######## design 1 ########
**Design 1: routing congestion map**

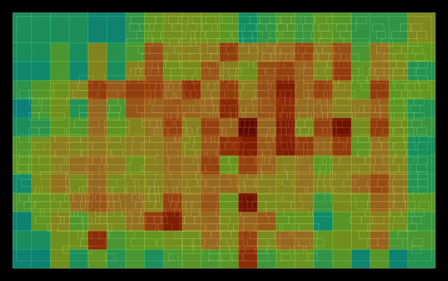

`src/rtl/io_pkg.sv`:
```
// rtl/io_pkg.sv - address map shared by the MMIO responder and its users
package io_pkg;

    localparam logic [7:0] IO_LED      = 8'h00;
    localparam logic [7:0] IO_SEG_RDY  = 8'h04;
    localparam logic [7:0] IO_SEG_DATA = 8'h08;
    localparam logic [7:0] IO_SW_RDY   = 8'h0C;
    localparam logic [7:0] IO_SW_DATA  = 8'h10;
    localparam logic [7:0] IO_CYCLE    = 8'h14;

endpackage

```
`src/rtl/btn_debounce.sv`:
```
// rtl/btn_debounce.sv - two-flop synchroniser and counter debounce for the capture button
module btn_debounce #(
    parameter int DB_CYCLES = 100000
) (
    input  logic clk,
    input  logic rst,
    input  logic btn,
    output logic level,
    output logic rise
);

    localparam int CW = $clog2(DB_CYCLES + 1);

    logic          sync1;
    logic          sync2;
    logic [CW-1:0] cnt;
    logic          level_q;
    logic          level_d;

    // Bring the asynchronous button into the clock domain before anything looks at it
    always_ff @(posedge clk or posedge rst) begin
        if (rst) begin
            sync1 <= 1'b0;
            sync2 <= 1'b0;
        end else begin
            sync1 <= btn;
            sync2 <= sync1;
        end
    end

    // Count consecutive disagreeing cycles; flip the stable level once the run is long enough
    always_ff @(posedge clk or posedge rst) begin
        if (rst) begin
            cnt     <= '0;
            level_q <= 1'b0;
        end else if (sync2 != level_q) begin
            if (cnt == CW'(DB_CYCLES)) begin
                level_q <= ~level_q;
                cnt     <= '0;
            end else begin
                cnt <= cnt + CW'(1);
            end
        end else begin
            cnt <= '0;
        end
    end

    // Delayed copy of the stable level for edge detection
    always_ff @(posedge clk or posedge rst) begin
        if (rst) begin
            level_d <= 1'b0;
        end else begin
            level_d <= level_q;
        end
    end

    assign level = level_q;
    assign rise  = level_q & ~level_d;

endmodule

```
`src/rtl/mmio_responder.sv`:
```
// rtl/mmio_responder.sv - register bank behind the 8-bit MMIO bus
module mmio_responder
    import io_pkg::*;
#(
    parameter int DB_CYCLES = 100000
) (
    input  logic        clk,
    input  logic        rst,
    input  logic [7:0]  io_addr,
    input  logic [31:0] io_dout,
    input  logic        io_we,
    input  logic        io_rd,
    output logic [31:0] io_din,
    input  logic [15:0] sw,
    input  logic        btn,
    output logic [15:0] led,
    output logic [31:0] seg_data,
    output logic        seg_valid,
    input  logic        seg_ack
);

    logic [15:0] sw_sync1;
    logic [15:0] sw_sync2;
    logic [15:0] sw_data;
    logic        sw_ready;
    logic [31:0] cycle_cnt;
    logic        btn_level;
    logic        btn_rise;
    logic        capture;

    logic wr_led;
    logic wr_seg;
    logic wr_cycle;
    logic rd_sw_data;

    assign wr_led     = io_we && (io_addr == IO_LED);
    assign wr_seg     = io_we && (io_addr == IO_SEG_DATA);
    assign wr_cycle   = io_we && (io_addr == IO_CYCLE);
    assign rd_sw_data = io_rd && (io_addr == IO_SW_DATA);

    btn_debounce #(
        .DB_CYCLES(DB_CYCLES)
    ) u_btn_debounce (
        .clk   (clk),
        .rst   (rst),
        .btn   (btn),
        .level (btn_level),
        .rise  (btn_rise)
    );

    // A rise pulse is only meaningful while the stable level is high
    assign capture = btn_rise & btn_level;

    // Switches are asynchronous; synchronise them the same way as the button
    always_ff @(posedge clk or posedge rst) begin
        if (rst) begin
            sw_sync1 <= '0;
            sw_sync2 <= '0;
        end else begin
            sw_sync1 <= sw;
            sw_sync2 <= sw_sync1;
        end
    end

    // LED register
    always_ff @(posedge clk or posedge rst) begin
        if (rst) begin
            led <= '0;
        end else if (wr_led) begin
            led <= io_dout[15:0];
        end
    end

    // Seven-segment value with pending flag; a write beats a same-cycle ack
    always_ff @(posedge clk or posedge rst) begin
        if (rst) begin
            seg_data  <= '0;
            seg_valid <= 1'b0;
        end else if (wr_seg) begin
            seg_data  <= io_dout;
            seg_valid <= 1'b1;
        end else if (seg_ack) begin
            seg_valid <= 1'b0;
        end
    end

    // Switch capture on a debounced press; a new capture beats a same-cycle read-clear
    always_ff @(posedge clk or posedge rst) begin
        if (rst) begin
            sw_data  <= '0;
            sw_ready <= 1'b0;
        end else if (capture) begin
            sw_data  <= sw_sync2;
            sw_ready <= 1'b1;
        end else if (rd_sw_data) begin
            sw_ready <= 1'b0;
        end
    end

    // Free-running cycle counter, cleared by any write to its address
    always_ff @(posedge clk or posedge rst) begin
        if (rst) begin
            cycle_cnt <= '0;
        end else if (wr_cycle) begin
            cycle_cnt <= '0;
        end else begin
            cycle_cnt <= cycle_cnt + 32'd1;
        end
    end

    // Zero-latency read mux on the full address; unmapped addresses read 0
    always_comb begin
        io_din = '0;
        case (io_addr)
            IO_LED:      io_din = {16'b0, led};
            IO_SEG_RDY:  io_din = {31'b0, ~seg_valid};
            IO_SEG_DATA: io_din = seg_data;
            IO_SW_RDY:   io_din = {31'b0, sw_ready};
            IO_SW_DATA:  io_din = {16'b0, sw_data};
            IO_CYCLE:    io_din = cycle_cnt;
            default:     io_din = '0;
        endcase
    end

endmodule
```
`config.mk`:
```
export PLATFORM = sky130hd
export DESIGN_NAME = mmio_responder
export DESIGN_NICKNAME = d
export VERILOG_FILES = /design/src/rtl/io_pkg.sv /design/src/rtl/btn_debounce.sv /design/src/rtl/mmio_responder.sv
export SDC_FILE = /design/constraint.sdc
export NUM_CORES = 1
export LEC_CHECK = 0
export CAP_MARGIN = 30
export CORE_ASPECT_RATIO = 0.6
export CORE_UTILIZATION = 47
export CTS_BUF_LIST = sky130_fd_sc_hd__clkbuf_8
export CTS_CLUSTER_SIZE = 16
export DETAILED_ROUTE_END_ITERATION = 7
export GPL_TIMING_DRIVEN = 0
export PLACE_DENSITY = 0.81
export SYNTH_ARGS = -nofsm -noshare
export SYNTH_HDL_FRONTEND = slang
export SYNTH_SLANG_ARGS = --single-unit
export TNS_END_PERCENT = 5
```
`constraint.sdc`:
```
create_clock -name clk -period 4.2 [get_ports clk]
set_input_delay 0.42 -clock clk [delete_from_list [all_inputs] [get_ports clk]]
set_output_delay 0.42 -clock clk [all_outputs]
set_load 0.02 [all_outputs]
```
######## design 2 ########
File: src/rtl/rv32i_gcd_host.sv
// rv32i_gcd_host: host-side sequencer that hands an operand pair to an RV32I GCD program
// and returns the value the core writes back to RESULT_REG, or a timeout response.
module rv32i_gcd_host #(
    parameter logic [4:0]  RESULT_REG     = 5'd10,
    parameter logic [31:0] TIMEOUT_CYCLES = 32'd65535
) (
    input  logic        clk,
    input  logic        rst_n,
    input  logic        req_valid,
    output logic        req_ready,
    input  logic [31:0] req_a,
    input  logic [31:0] req_b,
    output logic        resp_valid,
    input  logic        resp_ready,
    output logic [31:0] resp_result,
    output logic        resp_timeout,
    output logic        calc_start,
    output logic [31:0] gcd_a,
    output logic [31:0] gcd_b,
    input  logic        wb_we,
    input  logic [4:0]  wb_addr,
    input  logic [31:0] wb_data,
    output logic        busy
);

    typedef enum logic [1:0] {IDLE, SETUP, RUN, RESP} state_t;

    state_t      state_q, state_d;
    logic [31:0] cnt_q, cnt_d;
    logic [31:0] gcd_a_q, gcd_a_d;
    logic [31:0] gcd_b_q, gcd_b_d;
    logic [31:0] result_q, result_d;
    logic        timeout_q, timeout_d;
    logic        hit, expire;

    assign hit    = wb_we && (wb_addr == RESULT_REG);
    assign expire = (TIMEOUT_CYCLES != 32'd0) && (cnt_q == TIMEOUT_CYCLES - 32'd1);

    always_comb begin
        state_d   = state_q;
        cnt_d     = cnt_q;
        gcd_a_d   = gcd_a_q;
        gcd_b_d   = gcd_b_q;
        result_d  = result_q;
        timeout_d = timeout_q;
        case (state_q)
            IDLE: if (req_valid) begin
                gcd_a_d = req_a;
                gcd_b_d = req_b;
                state_d = SETUP;
            end
            SETUP: begin
                cnt_d   = 32'd0;
                state_d = RUN;
            end
            RUN: begin
                cnt_d = cnt_q + 32'd1;
                // a write-back landing on the timeout edge still counts as a real result
                if (hit) begin
                    result_d  = wb_data;
                    timeout_d = 1'b0;
                    state_d   = RESP;
                end else if (expire) begin
                    result_d  = 32'd0;
                    timeout_d = 1'b1;
                    state_d   = RESP;
                end
            end
            RESP: if (resp_ready) state_d = IDLE;
            default: state_d = IDLE;
        endcase
    end

    always_ff @(posedge clk or negedge rst_n) begin
        if (!rst_n) begin
            state_q   <= IDLE;
            cnt_q     <= 32'd0;
            gcd_a_q   <= 32'd0;
            gcd_b_q   <= 32'd0;
            result_q  <= 32'd0;
            timeout_q <= 1'b0;
        end else begin
            state_q   <= state_d;
            cnt_q     <= cnt_d;
            gcd_a_q   <= gcd_a_d;
            gcd_b_q   <= gcd_b_d;
            result_q  <= result_d;
            timeout_q <= timeout_d;
        end
    end

    assign req_ready    = state_q == IDLE;
    assign calc_start   = state_q == RUN;
    assign resp_valid   = state_q == RESP;
    assign busy         = state_q != IDLE;
    assign gcd_a        = gcd_a_q;
    assign gcd_b        = gcd_b_q;
    assign resp_result  = result_q;
    assign resp_timeout = timeout_q;

endmodule

File: config.mk
export PLATFORM = sky130hd
export DESIGN_NAME = rv32i_gcd_host
export DESIGN_NICKNAME = d
export VERILOG_FILES = /design/src/rtl/rv32i_gcd_host.sv
export SDC_FILE = /design/constraint.sdc
export NUM_CORES = 1
export LEC_CHECK = 0
export CAP_MARGIN = 20
export CORE_MARGIN = 1
export CORE_UTILIZATION = 41
export CTS_CLUSTER_SIZE = 28
export DETAILED_ROUTE_END_ITERATION = 12
export DONT_BUFFER_PORTS = 1
export GPL_TIMING_DRIVEN = 1
export PLACE_DENSITY = 0.58
export SLEW_MARGIN = 25
export SYNTH_ARGS = -nofsm -noshare
export SYNTH_HDL_FRONTEND = slang
export SYNTH_SLANG_ARGS = --single-unit
File: constraint.sdc
create_clock -name clk -period 1.98 [get_ports clk]
set_input_delay 0.495 -clock clk [delete_from_list [all_inputs] [get_ports clk]]
set_output_delay 0.495 -clock clk [all_outputs]
set_load 0.01 [all_outputs]
######## design 3 ########
--- src/rtl/snoop_pkg.sv ---
// Shared bus-operation encodings, snoop result / MESI enums and the
// result-to-MESI mapping used by the snoop sequencer.
package snoop_pkg;

    localparam logic [7:0] OP_READ       = 8'd1;
    localparam logic [7:0] OP_WRITE      = 8'd2;
    localparam logic [7:0] OP_INVALIDATE = 8'd3;
    localparam logic [7:0] OP_RWIM       = 8'd4;

    typedef enum logic [1:0] {
        NOHIT = 2'b00,
        HIT   = 2'b01,
        HITM  = 2'b10,
        RSVD  = 2'b11
    } snoop_result_t;

    typedef enum logic [1:0] {
        MESI_I = 2'd0,
        MESI_S = 2'd1,
        MESI_E = 2'd2,
        MESI_M = 2'd3
    } mesi_t;

    typedef enum logic [1:0] {
        IDLE  = 2'd0,
        ISSUE = 2'd1,
        RESP  = 2'd2
    } seq_state_t;

    function automatic logic opIsLegal(input logic [7:0] op);
        return (op == OP_READ) || (op == OP_WRITE) ||
               (op == OP_INVALIDATE) || (op == OP_RWIM);
    endfunction

    // Reserved results are expected to be folded to NOHIT by the caller.
    function automatic mesi_t mesiFromSnoop(input logic [7:0] op, input snoop_result_t result);
        mesi_t m;
        m = MESI_I;
        case (op)
            OP_READ:                m = (result == HIT || result == HITM) ? MESI_S : MESI_E;
            OP_RWIM, OP_INVALIDATE: m = MESI_M;
            default:                m = MESI_I;
        endcase
        return m;
    endfunction

endpackage

--- src/rtl/sat_counter.sv ---
// Up-counter that sticks at all-ones; used for snoop result statistics.
module sat_counter #(
    parameter int WIDTH = 32
) (
    input  logic             clk,
    input  logic             reset,
    input  logic             inc,
    output logic [WIDTH-1:0] count
);

    always_ff @(posedge clk) begin
        if (reset) begin
            count <= '0;
        end else if (inc && (count != {WIDTH{1'b1}})) begin
            count <= count + 1'b1;
        end
    end

endmodule

--- src/rtl/bus_snoop_sequencer.sv ---
// Issues one L2 bus operation at a time, holds it for the snoop window,
// samples the snoop result and returns it with the resulting MESI state.
//
// state | meaning
// IDLE  | ready for a request from the L2 controller
// ISSUE | operation driven on the bus, waitCnt counts down the snoop window
// RESP  | result/state presented until the consumer accepts
module bus_snoop_sequencer
    import snoop_pkg::*;
#(
    parameter int addressSize  = 32,
    parameter int snoopLatency = 2,
    parameter int statWidth    = 32
) (
    input  logic                   clk,
    input  logic                   reset,
    input  logic                   reqValid,
    output logic                   reqReady,
    input  logic [7:0]             reqOp,
    input  logic [addressSize-1:0] reqAddress,
    output logic                   busValid,
    output logic [7:0]             busOperation,
    output logic [addressSize-1:0] busAddress,
    input  logic [1:0]             snoopBus,
    output logic                   respValid,
    input  logic                   respReady,
    output logic [1:0]             respResult,
    output logic [1:0]             respState,
    output logic                   illegalOp,
    output logic                   protocolError,
    output logic [statWidth-1:0]   hitCount,
    output logic [statWidth-1:0]   hitmCount,
    output logic [statWidth-1:0]   nohitCount
);

    localparam logic [3:0] WAIT_LOAD = 4'(snoopLatency - 1);

    seq_state_t                state, stateNext;
    logic [3:0]                waitCnt;
    logic [7:0]                opReg;
    logic [addressSize-1:0]    addrReg;
    snoop_result_t             resultReg;
    mesi_t                     mesiReg;
    logic                      accept, sampleEdge;
    snoop_result_t             sampled, effResult;
    logic                      countable;

    always_ff @(posedge clk) begin
        if (reset) begin
            state <= IDLE;
        end else begin
            state <= stateNext;
        end
    end

    always_comb begin
        stateNext  = state;
        accept     = 1'b0;
        sampleEdge = 1'b0;
        reqReady   = 1'b0;
        busValid   = 1'b0;
        respValid  = 1'b0;
        case (state)
            IDLE: begin
                reqReady = 1'b1;
                if (reqValid) begin
                    accept    = 1'b1;
                    stateNext = opIsLegal(reqOp) ? ISSUE : RESP;
                end
            end
            ISSUE: begin
                busValid = 1'b1;
                if (waitCnt == 4'd0) begin
                    sampleEdge = 1'b1;
                    stateNext  = RESP;
                end
            end
            RESP: begin
                respValid = 1'b1;
                if (respReady) begin
                    stateNext = IDLE;
                end
            end
            default: stateNext = IDLE;
        endcase
    end

    // Reserved encoding is a protocol violation but is scored as NOHIT.
    assign sampled   = snoop_result_t'(snoopBus);
    assign effResult = (sampled == RSVD) ? NOHIT : sampled;
    assign countable = sampleEdge && (opReg != OP_WRITE);

    always_ff @(posedge clk) begin
        if (reset) begin
            opReg         <= '0;
            addrReg       <= '0;
            waitCnt       <= '0;
            resultReg     <= NOHIT;
            mesiReg       <= MESI_I;
            illegalOp     <= 1'b0;
            protocolError <= 1'b0;
        end else begin
            illegalOp     <= 1'b0;
            protocolError <= 1'b0;
            if (accept) begin
                opReg   <= reqOp;
                addrReg <= reqAddress;
                waitCnt <= WAIT_LOAD;
                if (!opIsLegal(reqOp)) begin
                    resultReg <= NOHIT;
                    mesiReg   <= MESI_I;
                    illegalOp <= 1'b1;
                end
            end
            if (state == ISSUE && waitCnt != 4'd0) begin
                waitCnt <= waitCnt - 4'd1;
            end
            if (sampleEdge) begin
                if (opReg == OP_WRITE) begin
                    resultReg <= NOHIT;
                    mesiReg   <= MESI_I;
                end else begin
                    resultReg     <= effResult;
                    mesiReg       <= mesiFromSnoop(opReg, effResult);
                    protocolError <= (sampled == RSVD);
                end
            end
        end
    end

    assign busOperation = opReg;
    assign busAddress   = addrReg;
    assign respResult   = resultReg;
    assign respState    = mesiReg;

    sat_counter #(.WIDTH(statWidth)) u_hit_cnt (
        .clk   (clk),
        .reset (reset),
        .inc   (countable && effResult == HIT),
        .count (hitCount)
    );

    sat_counter #(.WIDTH(statWidth)) u_hitm_cnt (
        .clk   (clk),
        .reset (reset),
        .inc   (countable && effResult == HITM),
        .count (hitmCount)
    );

    sat_counter #(.WIDTH(statWidth)) u_nohit_cnt (
        .clk   (clk),
        .reset (reset),
        .inc   (countable && effResult == NOHIT),
        .count (nohitCount)
    );

endmodule

--- config.mk ---
export PLATFORM = sky130hd
export DESIGN_NAME = bus_snoop_sequencer
export DESIGN_NICKNAME = d
export VERILOG_FILES = /design/src/rtl/snoop_pkg.sv /design/src/rtl/sat_counter.sv /design/src/rtl/bus_snoop_sequencer.sv
export SDC_FILE = /design/constraint.sdc
export NUM_CORES = 1
export LEC_CHECK = 0
export CAP_MARGIN = 10
export CORE_MARGIN = 2
export CORE_UTILIZATION = 43
export CTS_CLUSTER_SIZE = 24
export DETAILED_ROUTE_END_ITERATION = 16
export PLACE_DENSITY = 0.78
export SKIP_CTS_REPAIR_TIMING = 1
export SYNTH_ARGS = -nofsm -noshare
export SYNTH_HDL_FRONTEND = slang
export SYNTH_SLANG_ARGS = --single-unit
--- constraint.sdc ---
create_clock -name clk -period 2.1 [get_ports clk]
set_input_delay 0.42 -clock clk [delete_from_list [all_inputs] [get_ports clk]]
set_output_delay 0.42 -clock clk [all_outputs]
set_load 0.005 [all_outputs]
######## design 4 ########
--- config.mk ---
export PLATFORM = sky130hd
export DESIGN_NAME = mips_mc_controller_flat
export DESIGN_NICKNAME = d
export VERILOG_FILES = /design/src/rtl/mips_mc_controller_if.sv /design/src/rtl/mips_mc_controller.sv /design/src/flat_wrapper.sv
export SDC_FILE = /design/constraint.sdc
export NUM_CORES = 1
export LEC_CHECK = 0
export CORE_MARGIN = 2
export CORE_UTILIZATION = 28
export DETAILED_ROUTE_END_ITERATION = 12
export GPL_TIMING_DRIVEN = 0
export PLACE_DENSITY = 0.89
export SYNTH_ARGS = -nofsm -noshare
export SYNTH_HDL_FRONTEND = slang
export SYNTH_SLANG_ARGS = --single-unit
--- constraint.sdc ---
create_clock -name clk -period 3.44 [get_ports clk]
set_clock_uncertainty 0.15 [all_clocks]
set_input_delay 0.688 -clock clk [delete_from_list [all_inputs] [get_ports clk]]
set_output_delay 0.688 -clock clk [all_outputs]
set_load 0.005 [all_outputs]
--- src/rtl/mips_mc_controller_if.sv ---
// rtl/mips_mc_controller_if.sv - memory handshake between controller and bus wrapper
interface mips_mc_controller_if;
  logic mem_read;
  logic mem_write;
  logic waitrequest;

  modport master (output mem_read, output mem_write, input waitrequest);
  modport slave  (input mem_read, input mem_write, output waitrequest);
endinterface

--- src/rtl/mips_mc_controller.sv ---
// rtl/mips_mc_controller.sv - multicycle MIPS control FSM
module mips_mc_controller #(
  parameter logic [31:0] RESET_VECTOR = 32'hBFC00000,
  parameter logic [31:0] HALT_ADDR    = 32'h00000000
) (
  input  logic                        clk,
  input  logic                        reset,
  mips_mc_controller_if.master        mem,
  input  logic [31:0]                 instr,
  input  logic                        OUTLSB,
  input  logic                        stall,
  input  logic [31:0]                 pc_next,
  output logic                        PcEn,
  output logic                        IorD,
  output logic                        IrWrite,
  output logic                        IrSel,
  output logic                        RegDst,
  output logic                        MemToReg,
  output logic                        RegWrite,
  output logic                        ALUSrcA,
  output logic                        ExtSel,
  output logic                        ALUsel,
  output logic                        PCSrc,
  output logic                        is_jump,
  output logic [1:0]                  ALUSrcB,
  output logic [3:0]                  ALUControl,
  output logic [31:0]                 pc_init,
  output logic                        active
);

  localparam logic [2:0] S_FETCH  = 3'd0;
  localparam logic [2:0] S_DECODE = 3'd1;
  localparam logic [2:0] S_EXEC   = 3'd2;
  localparam logic [2:0] S_MEM    = 3'd3;
  localparam logic [2:0] S_WB     = 3'd4;
  localparam logic [2:0] S_HALT   = 3'd5;

  localparam logic [3:0] ALU_ADD  = 4'h0;
  localparam logic [3:0] ALU_SUB  = 4'h1;
  localparam logic [3:0] ALU_SLT  = 4'h5;
  localparam logic [3:0] ALU_RTYP = 4'hF;

  logic [2:0] state;

  logic [5:0] op;
  logic [5:0] funct;
  logic [3:0] rt_hi;
  logic       is_r, is_jr, is_jalr, r_nowb, is_j, is_jal, dec_jump;
  logic       is_branch, is_ialu, is_load, is_store, is_logic_imm, halt_hit;
  logic [3:0] ialu_op;
  logic       rd, wr;
  logic       unused_instr;

  assign op    = instr[31:26];
  assign funct = instr[5:0];
  assign rt_hi = instr[20:17];
  assign unused_instr = ^{instr[25:21], instr[16:6]};

  // Instruction class decode; the IR is stable from EXEC onward.
  always_comb begin
    is_r         = (op == 6'h00);
    is_jr        = is_r && (funct == 6'h08);
    is_jalr      = is_r && (funct == 6'h09);
    // mult/div and mthi/mtlo only touch HI/LO, so they skip WB
    r_nowb       = is_r && (funct inside {6'h11, 6'h13, 6'h18, 6'h19, 6'h1A, 6'h1B});
    is_j         = (op == 6'h02);
    is_jal       = (op == 6'h03);
    dec_jump     = is_j || is_jal || is_jr || is_jalr;
    // REGIMM: only BLTZ (rt=0) and BGEZ (rt=1)
    is_branch    = (op inside {6'h04, 6'h05, 6'h06, 6'h07}) || ((op == 6'h01) && (rt_hi == 4'd0));
    is_ialu      = (op[5:3] == 3'b001);
    is_load      = op inside {6'h20, 6'h21, 6'h23, 6'h24, 6'h25};
    is_store     = op inside {6'h28, 6'h29, 6'h2B};
    is_logic_imm = op inside {6'h0C, 6'h0D, 6'h0E};
    halt_hit     = (dec_jump || (is_branch && OUTLSB)) && (pc_next == HALT_ADDR);
    case (op[2:0])
      3'd0, 3'd1: ialu_op = 4'h0;
      3'd2:       ialu_op = 4'h5;
      3'd3:       ialu_op = 4'h6;
      3'd4:       ialu_op = 4'h2;
      3'd5:       ialu_op = 4'h3;
      3'd6:       ialu_op = 4'h4;
      default:    ialu_op = 4'h7;
    endcase
  end

  // State sequencing; waitrequest and stall only hold their own states.
  always_ff @(posedge clk or negedge reset) begin
    if (!reset) begin
      state <= S_FETCH;
    end else begin
      case (state)
        S_FETCH:  if (!mem.waitrequest) state <= S_DECODE;
        S_DECODE: state <= S_EXEC;
        S_EXEC: begin
          if (!stall) begin
            if (halt_hit)                          state <= S_HALT;
            else if (is_load || is_store)          state <= S_MEM;
            else if (is_jal || is_jalr)            state <= S_WB;
            else if (dec_jump || is_branch || r_nowb) state <= S_FETCH;
            else if (is_r || is_ialu)              state <= S_WB;
            else                                   state <= S_FETCH;
          end
        end
        S_MEM:    if (!mem.waitrequest) state <= is_load ? S_WB : S_FETCH;
        S_WB:     state <= S_FETCH;
        S_HALT:   state <= S_HALT;
        default:  state <= S_FETCH;
      endcase
    end
  end

  // Per-state control outputs; gated by reset so strobes drop as soon as it asserts.
  always_comb begin
    rd = 1'b0; wr = 1'b0;
    PcEn = 1'b0; IorD = 1'b0; IrWrite = 1'b0; IrSel = 1'b0;
    RegDst = 1'b0; MemToReg = 1'b0; RegWrite = 1'b0; ALUSrcA = 1'b0;
    ExtSel = 1'b0; ALUsel = 1'b0; PCSrc = 1'b0; is_jump = 1'b0;
    ALUSrcB = 2'b00; ALUControl = ALU_ADD;
    if (reset) begin
      case (state)
        S_FETCH: rd = 1'b1;
        S_DECODE: begin
          IrWrite = 1'b1;
          ALUSrcB = 2'b01;
          PcEn    = 1'b1;
        end
        S_EXEC: begin
          IrSel  = 1'b1;
          ExtSel = is_logic_imm;
          if (is_r) begin
            ALUSrcA = 1'b1; ALUControl = ALU_RTYP;
          end else if (is_ialu) begin
            ALUSrcA = 1'b1; ALUSrcB = 2'b10; ALUControl = ialu_op;
          end else if (is_load || is_store) begin
            ALUSrcA = 1'b1; ALUSrcB = 2'b10;
          end else if (is_branch) begin
            ALUSrcA    = 1'b1;
            ALUControl = (op == 6'h04 || op == 6'h05) ? ALU_SUB : ALU_SLT;
            PCSrc      = 1'b1;
            PcEn       = OUTLSB && !stall;
          end
          if (dec_jump) begin
            is_jump = 1'b1;
            PcEn    = !stall;
          end
        end
        S_MEM: begin
          IrSel = 1'b1; IorD = 1'b1;
          rd = is_load; wr = is_store;
        end
        S_WB: begin
          IrSel    = 1'b1;
          RegWrite = 1'b1;
          RegDst   = is_r;
          MemToReg = !is_load;
          ALUsel   = !is_load;
        end
        default: ;
      endcase
    end
  end

  assign mem.mem_read  = rd;
  assign mem.mem_write = wr;
  assign pc_init       = RESET_VECTOR;
  assign active        = (state != S_HALT);

endmodule

--- src/flat_wrapper.sv ---
// flat-port wrapper written by rule: the top's interface ports become plain ports
module mips_mc_controller_flat 
#(
  parameter logic [31:0] RESET_VECTOR = 32'hBFC00000,
  parameter logic [31:0] HALT_ADDR    = 32'h00000000
)
  (clk, reset, instr, OUTLSB, stall, pc_next, PcEn, IorD, IrWrite, IrSel, RegDst, MemToReg, RegWrite, ALUSrcA, ExtSel, ALUsel, PCSrc, is_jump, ALUSrcB, ALUControl, pc_init, active, mem_mem_read, mem_mem_write, mem_waitrequest);
  mips_mc_controller_if mem_i ();
  input  logic clk;
  input  logic reset;
  input  logic [31:0] instr;
  input  logic OUTLSB;
  input  logic stall;
  input  logic [31:0] pc_next;
  output logic PcEn;
  output logic IorD;
  output logic IrWrite;
  output logic IrSel;
  output logic RegDst;
  output logic MemToReg;
  output logic RegWrite;
  output logic ALUSrcA;
  output logic ExtSel;
  output logic ALUsel;
  output logic PCSrc;
  output logic is_jump;
  output logic [1:0] ALUSrcB;
  output logic [3:0] ALUControl;
  output logic [31:0] pc_init;
  output logic active;
  output wire logic [$bits(mem_i.mem_read)-1:0] mem_mem_read;
  output wire logic [$bits(mem_i.mem_write)-1:0] mem_mem_write;
  input wire logic [$bits(mem_i.waitrequest)-1:0] mem_waitrequest;
  assign mem_mem_read = mem_i.mem_read;
  assign mem_mem_write = mem_i.mem_write;
  assign mem_i.waitrequest = mem_waitrequest;
  mips_mc_controller #(.RESET_VECTOR(RESET_VECTOR), .HALT_ADDR(HALT_ADDR)) u_core (.clk(clk), .reset(reset), .mem(mem_i), .instr(instr), .OUTLSB(OUTLSB), .stall(stall), .pc_next(pc_next), .PcEn(PcEn), .IorD(IorD), .IrWrite(IrWrite), .IrSel(IrSel), .RegDst(RegDst), .MemToReg(MemToReg), .RegWrite(RegWrite), .ALUSrcA(ALUSrcA), .ExtSel(ExtSel), .ALUsel(ALUsel), .PCSrc(PCSrc), .is_jump(is_jump), .ALUSrcB(ALUSrcB), .ALUControl(ALUControl), .pc_init(pc_init), .active(active));
endmodule
**Design 1: the metal 1 layer**

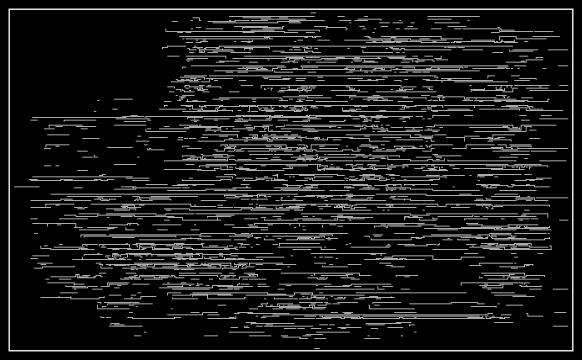
share of all routed wire: 48%
main direction: horizontal
wire length on this layer: 8,080 um
nets with wire on the layer: 662
longest straight run: 81.0 um
Post-Route WL: 17,000 um
via count: 4,978
met1 Use GR: 36.6%

Notes on 'routing congestion map' of design 1 above:
GRT Util Overall: 24.7%
routed len/inst: 19.0 um
grt met2 use: 36.7%
routing usage on met3: 4.80%

==> Slide: Implementation Results, design 1 <==
Key Metrics from the Run

Placed design
  • IO Port Bufs: 141
  • Post-DP HPWL: 12,500 um

Setup path
  • Crit path to: io_din[2]
  • WP data required: 3.78 ns
  • R2R depth: 6
  • Setup slack, reg-to-reg: 1.93 ns
  • Top Family by Delay on Critical Path: simple AND/OR/NAND/NOR gates
  • CP startpoint kind: input pin

Layout
  • Final cell count without fillers: 895
  • Multi-input gate count: 337
  • Layout cell share with drive strength beyond 1: 17.8%
  • Layout Nets: 755
  • Final core utilization: 64.1%
  • Synth-to-layout area growth: 32.7%
  • Clock buf count: 18
  • Logic area: 2610 um2
  • Flop share of the area: 43.1%

Timing
  • Hold slack: 0.346 ns
  • Slew Viols, Final: 0
  • Period utilization: 88.4%
  • Least-Margin Pin Slew: 0.943 ns

Yosys
  • Post-synth seq share: 57.2%
  • Area leader share: 57.2%
  • Dominant register cell: dfrtp_1
  • Adder Share, Synth: 0.569%

Power
  • Combinational logic power: 0.329 mW
  • P_int: 2.33 mW
  • Flop pwr share: 52.7%
  • Pwr Total: 3.18 mW

Run status
  • Status: finished clean

Global route
  • GRT busiest layer: met2

Clocking
  • Post-CTS setup buffers: 0
  • Hold buffer count at cts: 0

Routing
  • Final ANT Viol Nets: 0

Floorplanning
  • Die span in x: 155 um
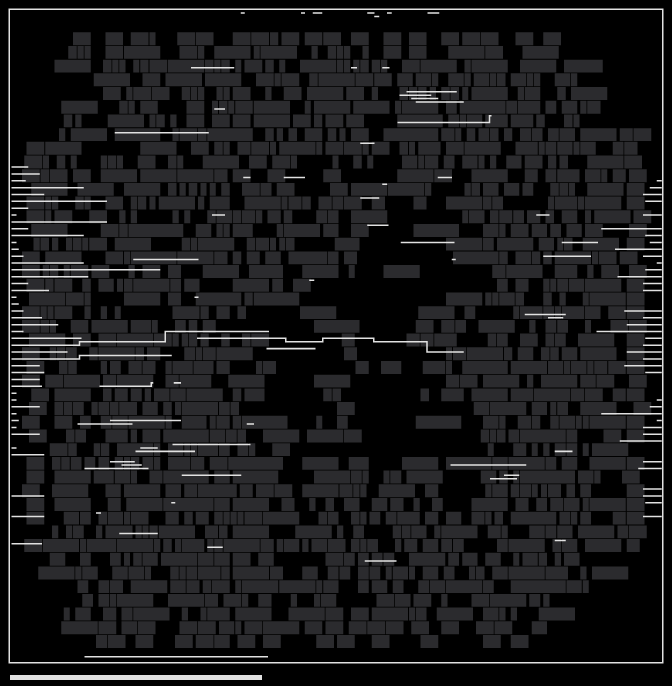
**Above:** design 3 (metal 3).
Bar = 50 um.
wire length on this layer: 930 um
share of all routed wire: 5.0%
via count: 6,621
routing usage on met3: 4.71%
Post-Route WL: 18,600 um

==> Slide: Implementation Results, design 3 <==
Key Metrics from the Run

Timing
  • Fin. Hold Viols: 0
  • Least-Margin Pin Slew: 0.584 ns

Layout
  • Ant diodes: 0
  • Multi-input gate count: 618
  • Top Layout Cells: clkdlybuf4s50_1, dfxtp_1, nand2_1
  • Clock buf count: 19
  • Flip-flops: 148

Setup path
  • Worst setup EP type: register
  • CP peak stage delay: 0.46 ns
  • CP startpoint kind: register
  • Reg-to-Reg End: u_hit_cnt.count[5]$_SDFFE_PP0P_

Run status
  • Status: finished clean

Global route
  • First-pass GRT wire length: 29,300 um
  • Gr ovfl total: 0
  • Largest net degree at the start of global routing: 41
  • GRT Util Overall: 21.6%
  • Initial antenna violation count: 0

Placed design
  • Post-DP Area: 9270 um2

Floorplanning
  • IO Count: 191

Yosys
  • Count of library flops with an enable pin: 0
  • Dominant register cell: dfxtp_1
  • Area leader share: 43.8%
  • Cell taking the most area after synthesis: dfxtp_1
  • Top cells by area: dfxtp_1, xnor2_1, nand2_1, nor2_1, nand4_1
  • Syn Inst Count: 818
  • Netlist area before placement: 6770 um2
  • Avg Cell Area, Syn: 8.27 um2

Power
  • PwrDens: 656 nW/um2
  • Sw Pwr: 1.42 mW
  • Clock Power Share: 49.9%
  • Combinational logic power: 0.450 mW

Routing
  • DR WL met3: 929 um
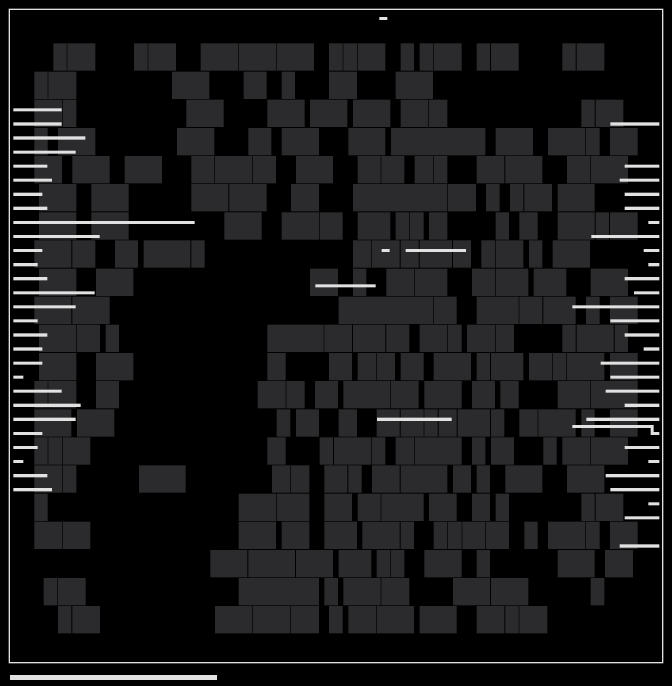
**Above:** design 4 (metal 3).
Bar = 20 um.
share of all routed wire: 7.6%
longest straight run: 17.2 um
wire length on this layer: 239 um
nets with wire on the layer: 60
main direction: horizontal

**Design 4: cell classes on the final placement**

Bar = 20 um.
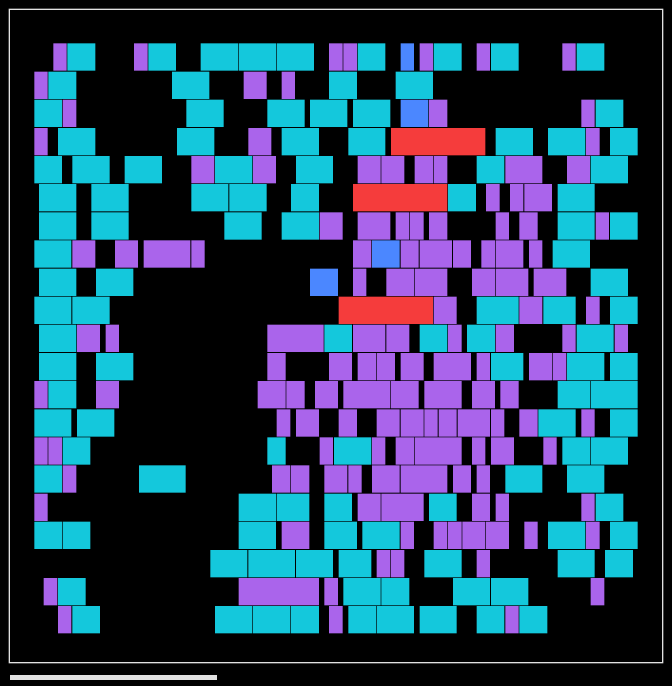
legend:
  purple:
    class: remaining logic cells
    cells: 136
    share_of_their_area: 40%
  red:
    class: registers
    cells: 3
    share_of_their_area: 3.9%
  blue:
    class: clock drivers and dummy loads
    cells: 4
    share_of_their_area: 1.4%
  cyan:
    class: remaining buffers and delay cells
    cells: 115
    share_of_their_area: 55%

==> Slide: Implementation Results, design 4 <==
Key Metrics from the Run

Clocking
  • H-tree level count: 1
  • Num CTS Buffers: 3
  • Hold buffer count at cts: 0
  • Clk latency late pin: 0.23 ns
  • Clk root buf: clkbuf_4

Floorplanning
  • Vert. Die Dim: 63.0 um

Run status
  • Status: finished clean

Layout
  • Logic inverters: 4
  • Non-CTS buffers: 115
  • Top Layout Cells: clkdlybuf4s50_1, buf_4, conb_1
  • Layout clock area frac: 1.34%

Placed design
  • Post-DP Area: 1880 um2
  • Placed cells: 297

Timing
  • Period utilization: 96.7%
  • FMAX: 301 MHz
  • Slew Viols, Final: 0
  • Fin. Hold Viols: 0

Setup path
  • Highest-delay cell along the critical path: clkdlybuf4s50_1
  • Maximum fanout along the worst path: 3
  • R2R depth: 5
  • WP data required: 2.60 ns
  • WP depth: 6
  • Setup slack, reg-to-reg: 1.88 ns

Power
  • Clock Power Share: 14.0%
  • P_int: 0.270 mW
  • Sw Pwr: 0.161 mW
  • Leakage: 0.897 nW
  • Pwr Total: 0.432 mW

Yosys
  • Synth top cells by count: buf_4, nor2_1, nand2_1
  • Asr flop ratio synth: 100%
  • Cell taking the most area after synthesis: buf_4
  • Count of library flops with an enable pin: 0
  • Ao+oa area frac: 20.0%

Global route
  • Grt met2 use: 31.8%
  • Vias in the first global route: 1,245
  • Met1 Use GR: 14.4%

Routing
  • Post-Route WL: 3130 um
**Design 2: routing congestion map**

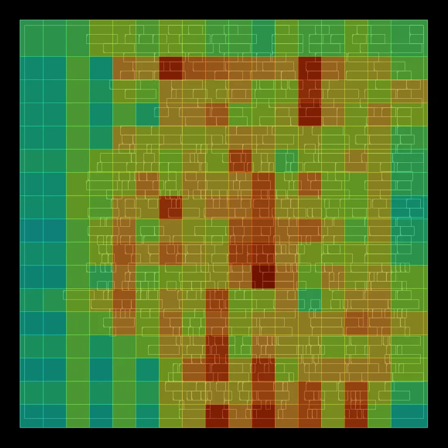
routing usage on met3: 6.06%
met1 Use GR: 21.7%
GRT Util Overall: 18.4%
grt met2 use: 30.9%
routed len/inst: 18.6 um

==> Slide: Implementation Results, design 2 <==
Key Metrics from the Run

Layout
  • Filler cell count: 1,203
  • Flop share of the area: 46.2%
  • Layout cell share with drive strength beyond 1: 32.2%
  • Register area: 3280 um2
  • Final core utilization: 51.1%

Setup path
  • Top Family by Delay on Critical Path: simple AND/OR/NAND/NOR gates
  • Setup slack, reg-to-reg: -0.01 ns

Clocking
  • Post-CTS setup buffers: 1
  • Num CTS Buffers: 17
  • Clock Sinks: 131

Run status
  • Violated checks: negative hold slack, negative setup slack
  • Status: finished, violations left

Routing
  • Met1 wire length: 5530 um
  • Post-Route WL: 13,600 um

Timing
  • Minimum clock period: 1.99 ns
  • Final setup margin: -0.0126 ns
  • Hold slack: -0.222 ns
  • Fin. Hold Viols: 131
  • Setup violators final: 2

Power
  • Leakage: 3.17 nW

Floorplanning
  • Die area: 14,700 um2

Yosys
  • Syn Inst Count: 504

==> layout pictures side by side <==
The metal 2 layer.
shot_01.png
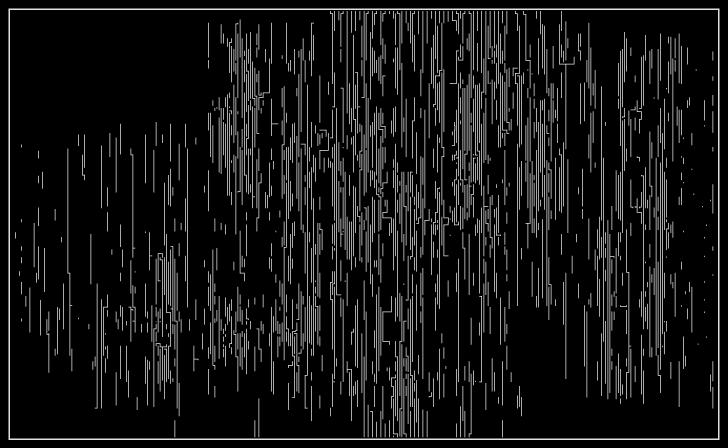
shot_02.png
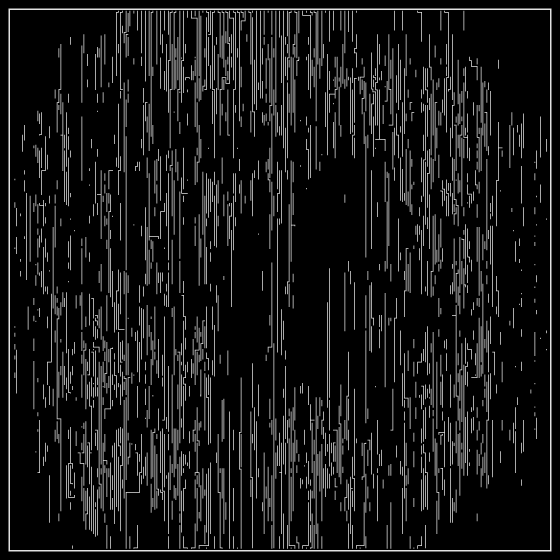
shot_03.png
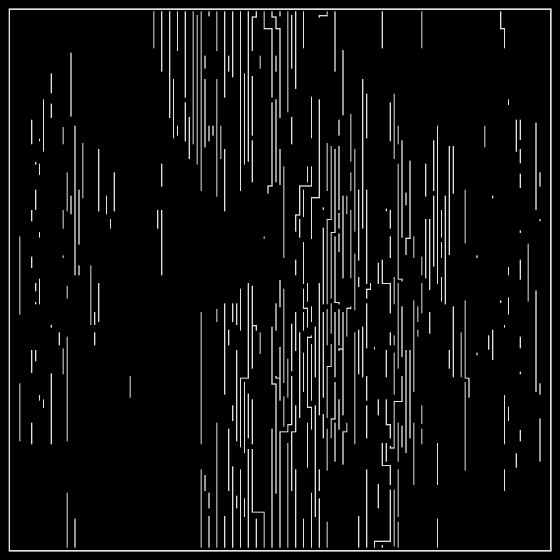
shot_04.png
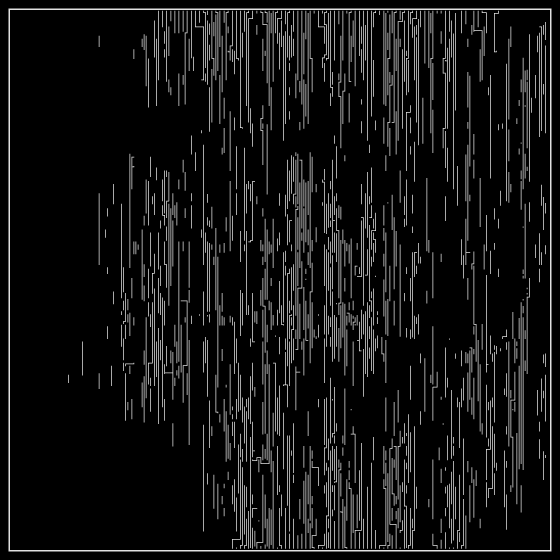
| from | picture |
|---|---|
| design 2 | shot_04.png |
| design 1 | shot_01.png |
| design 4 | shot_03.png |
| design 3 | shot_02.png |

Key to shot_01.png:
longest straight run: 63.5 um
share of all routed wire: 45%
wire length on this layer: 7,640 um



==> notes/layouts.md <==
Pictures saved along the way, in no particular order.

The metal 1 layer.
Plate I
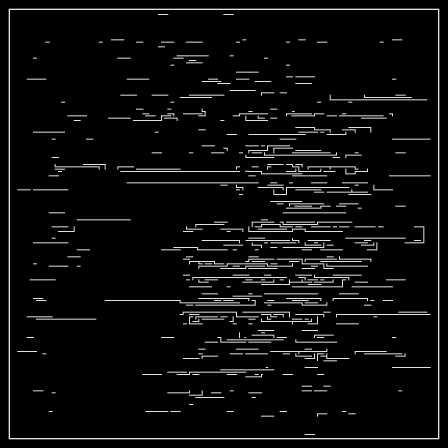
Plate II
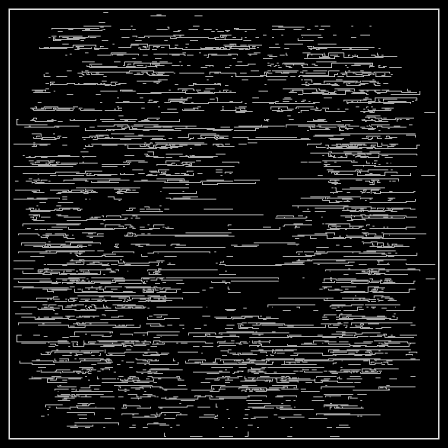
Plate III
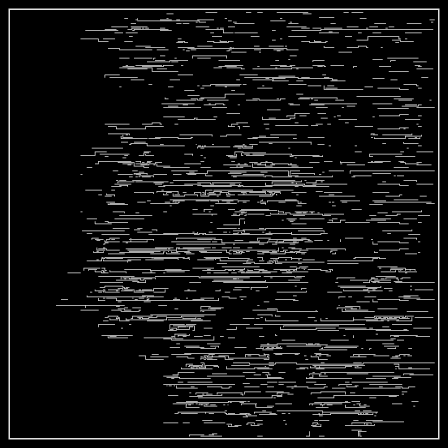
design 3 -> Plate II
design 2 -> Plate III
design 4 -> Plate I

Key to Plate II:
longest straight run: 42.8 um
share of all routed wire: 44%

Power figures rest on the tool's default switching activity, not on a simulated workload.
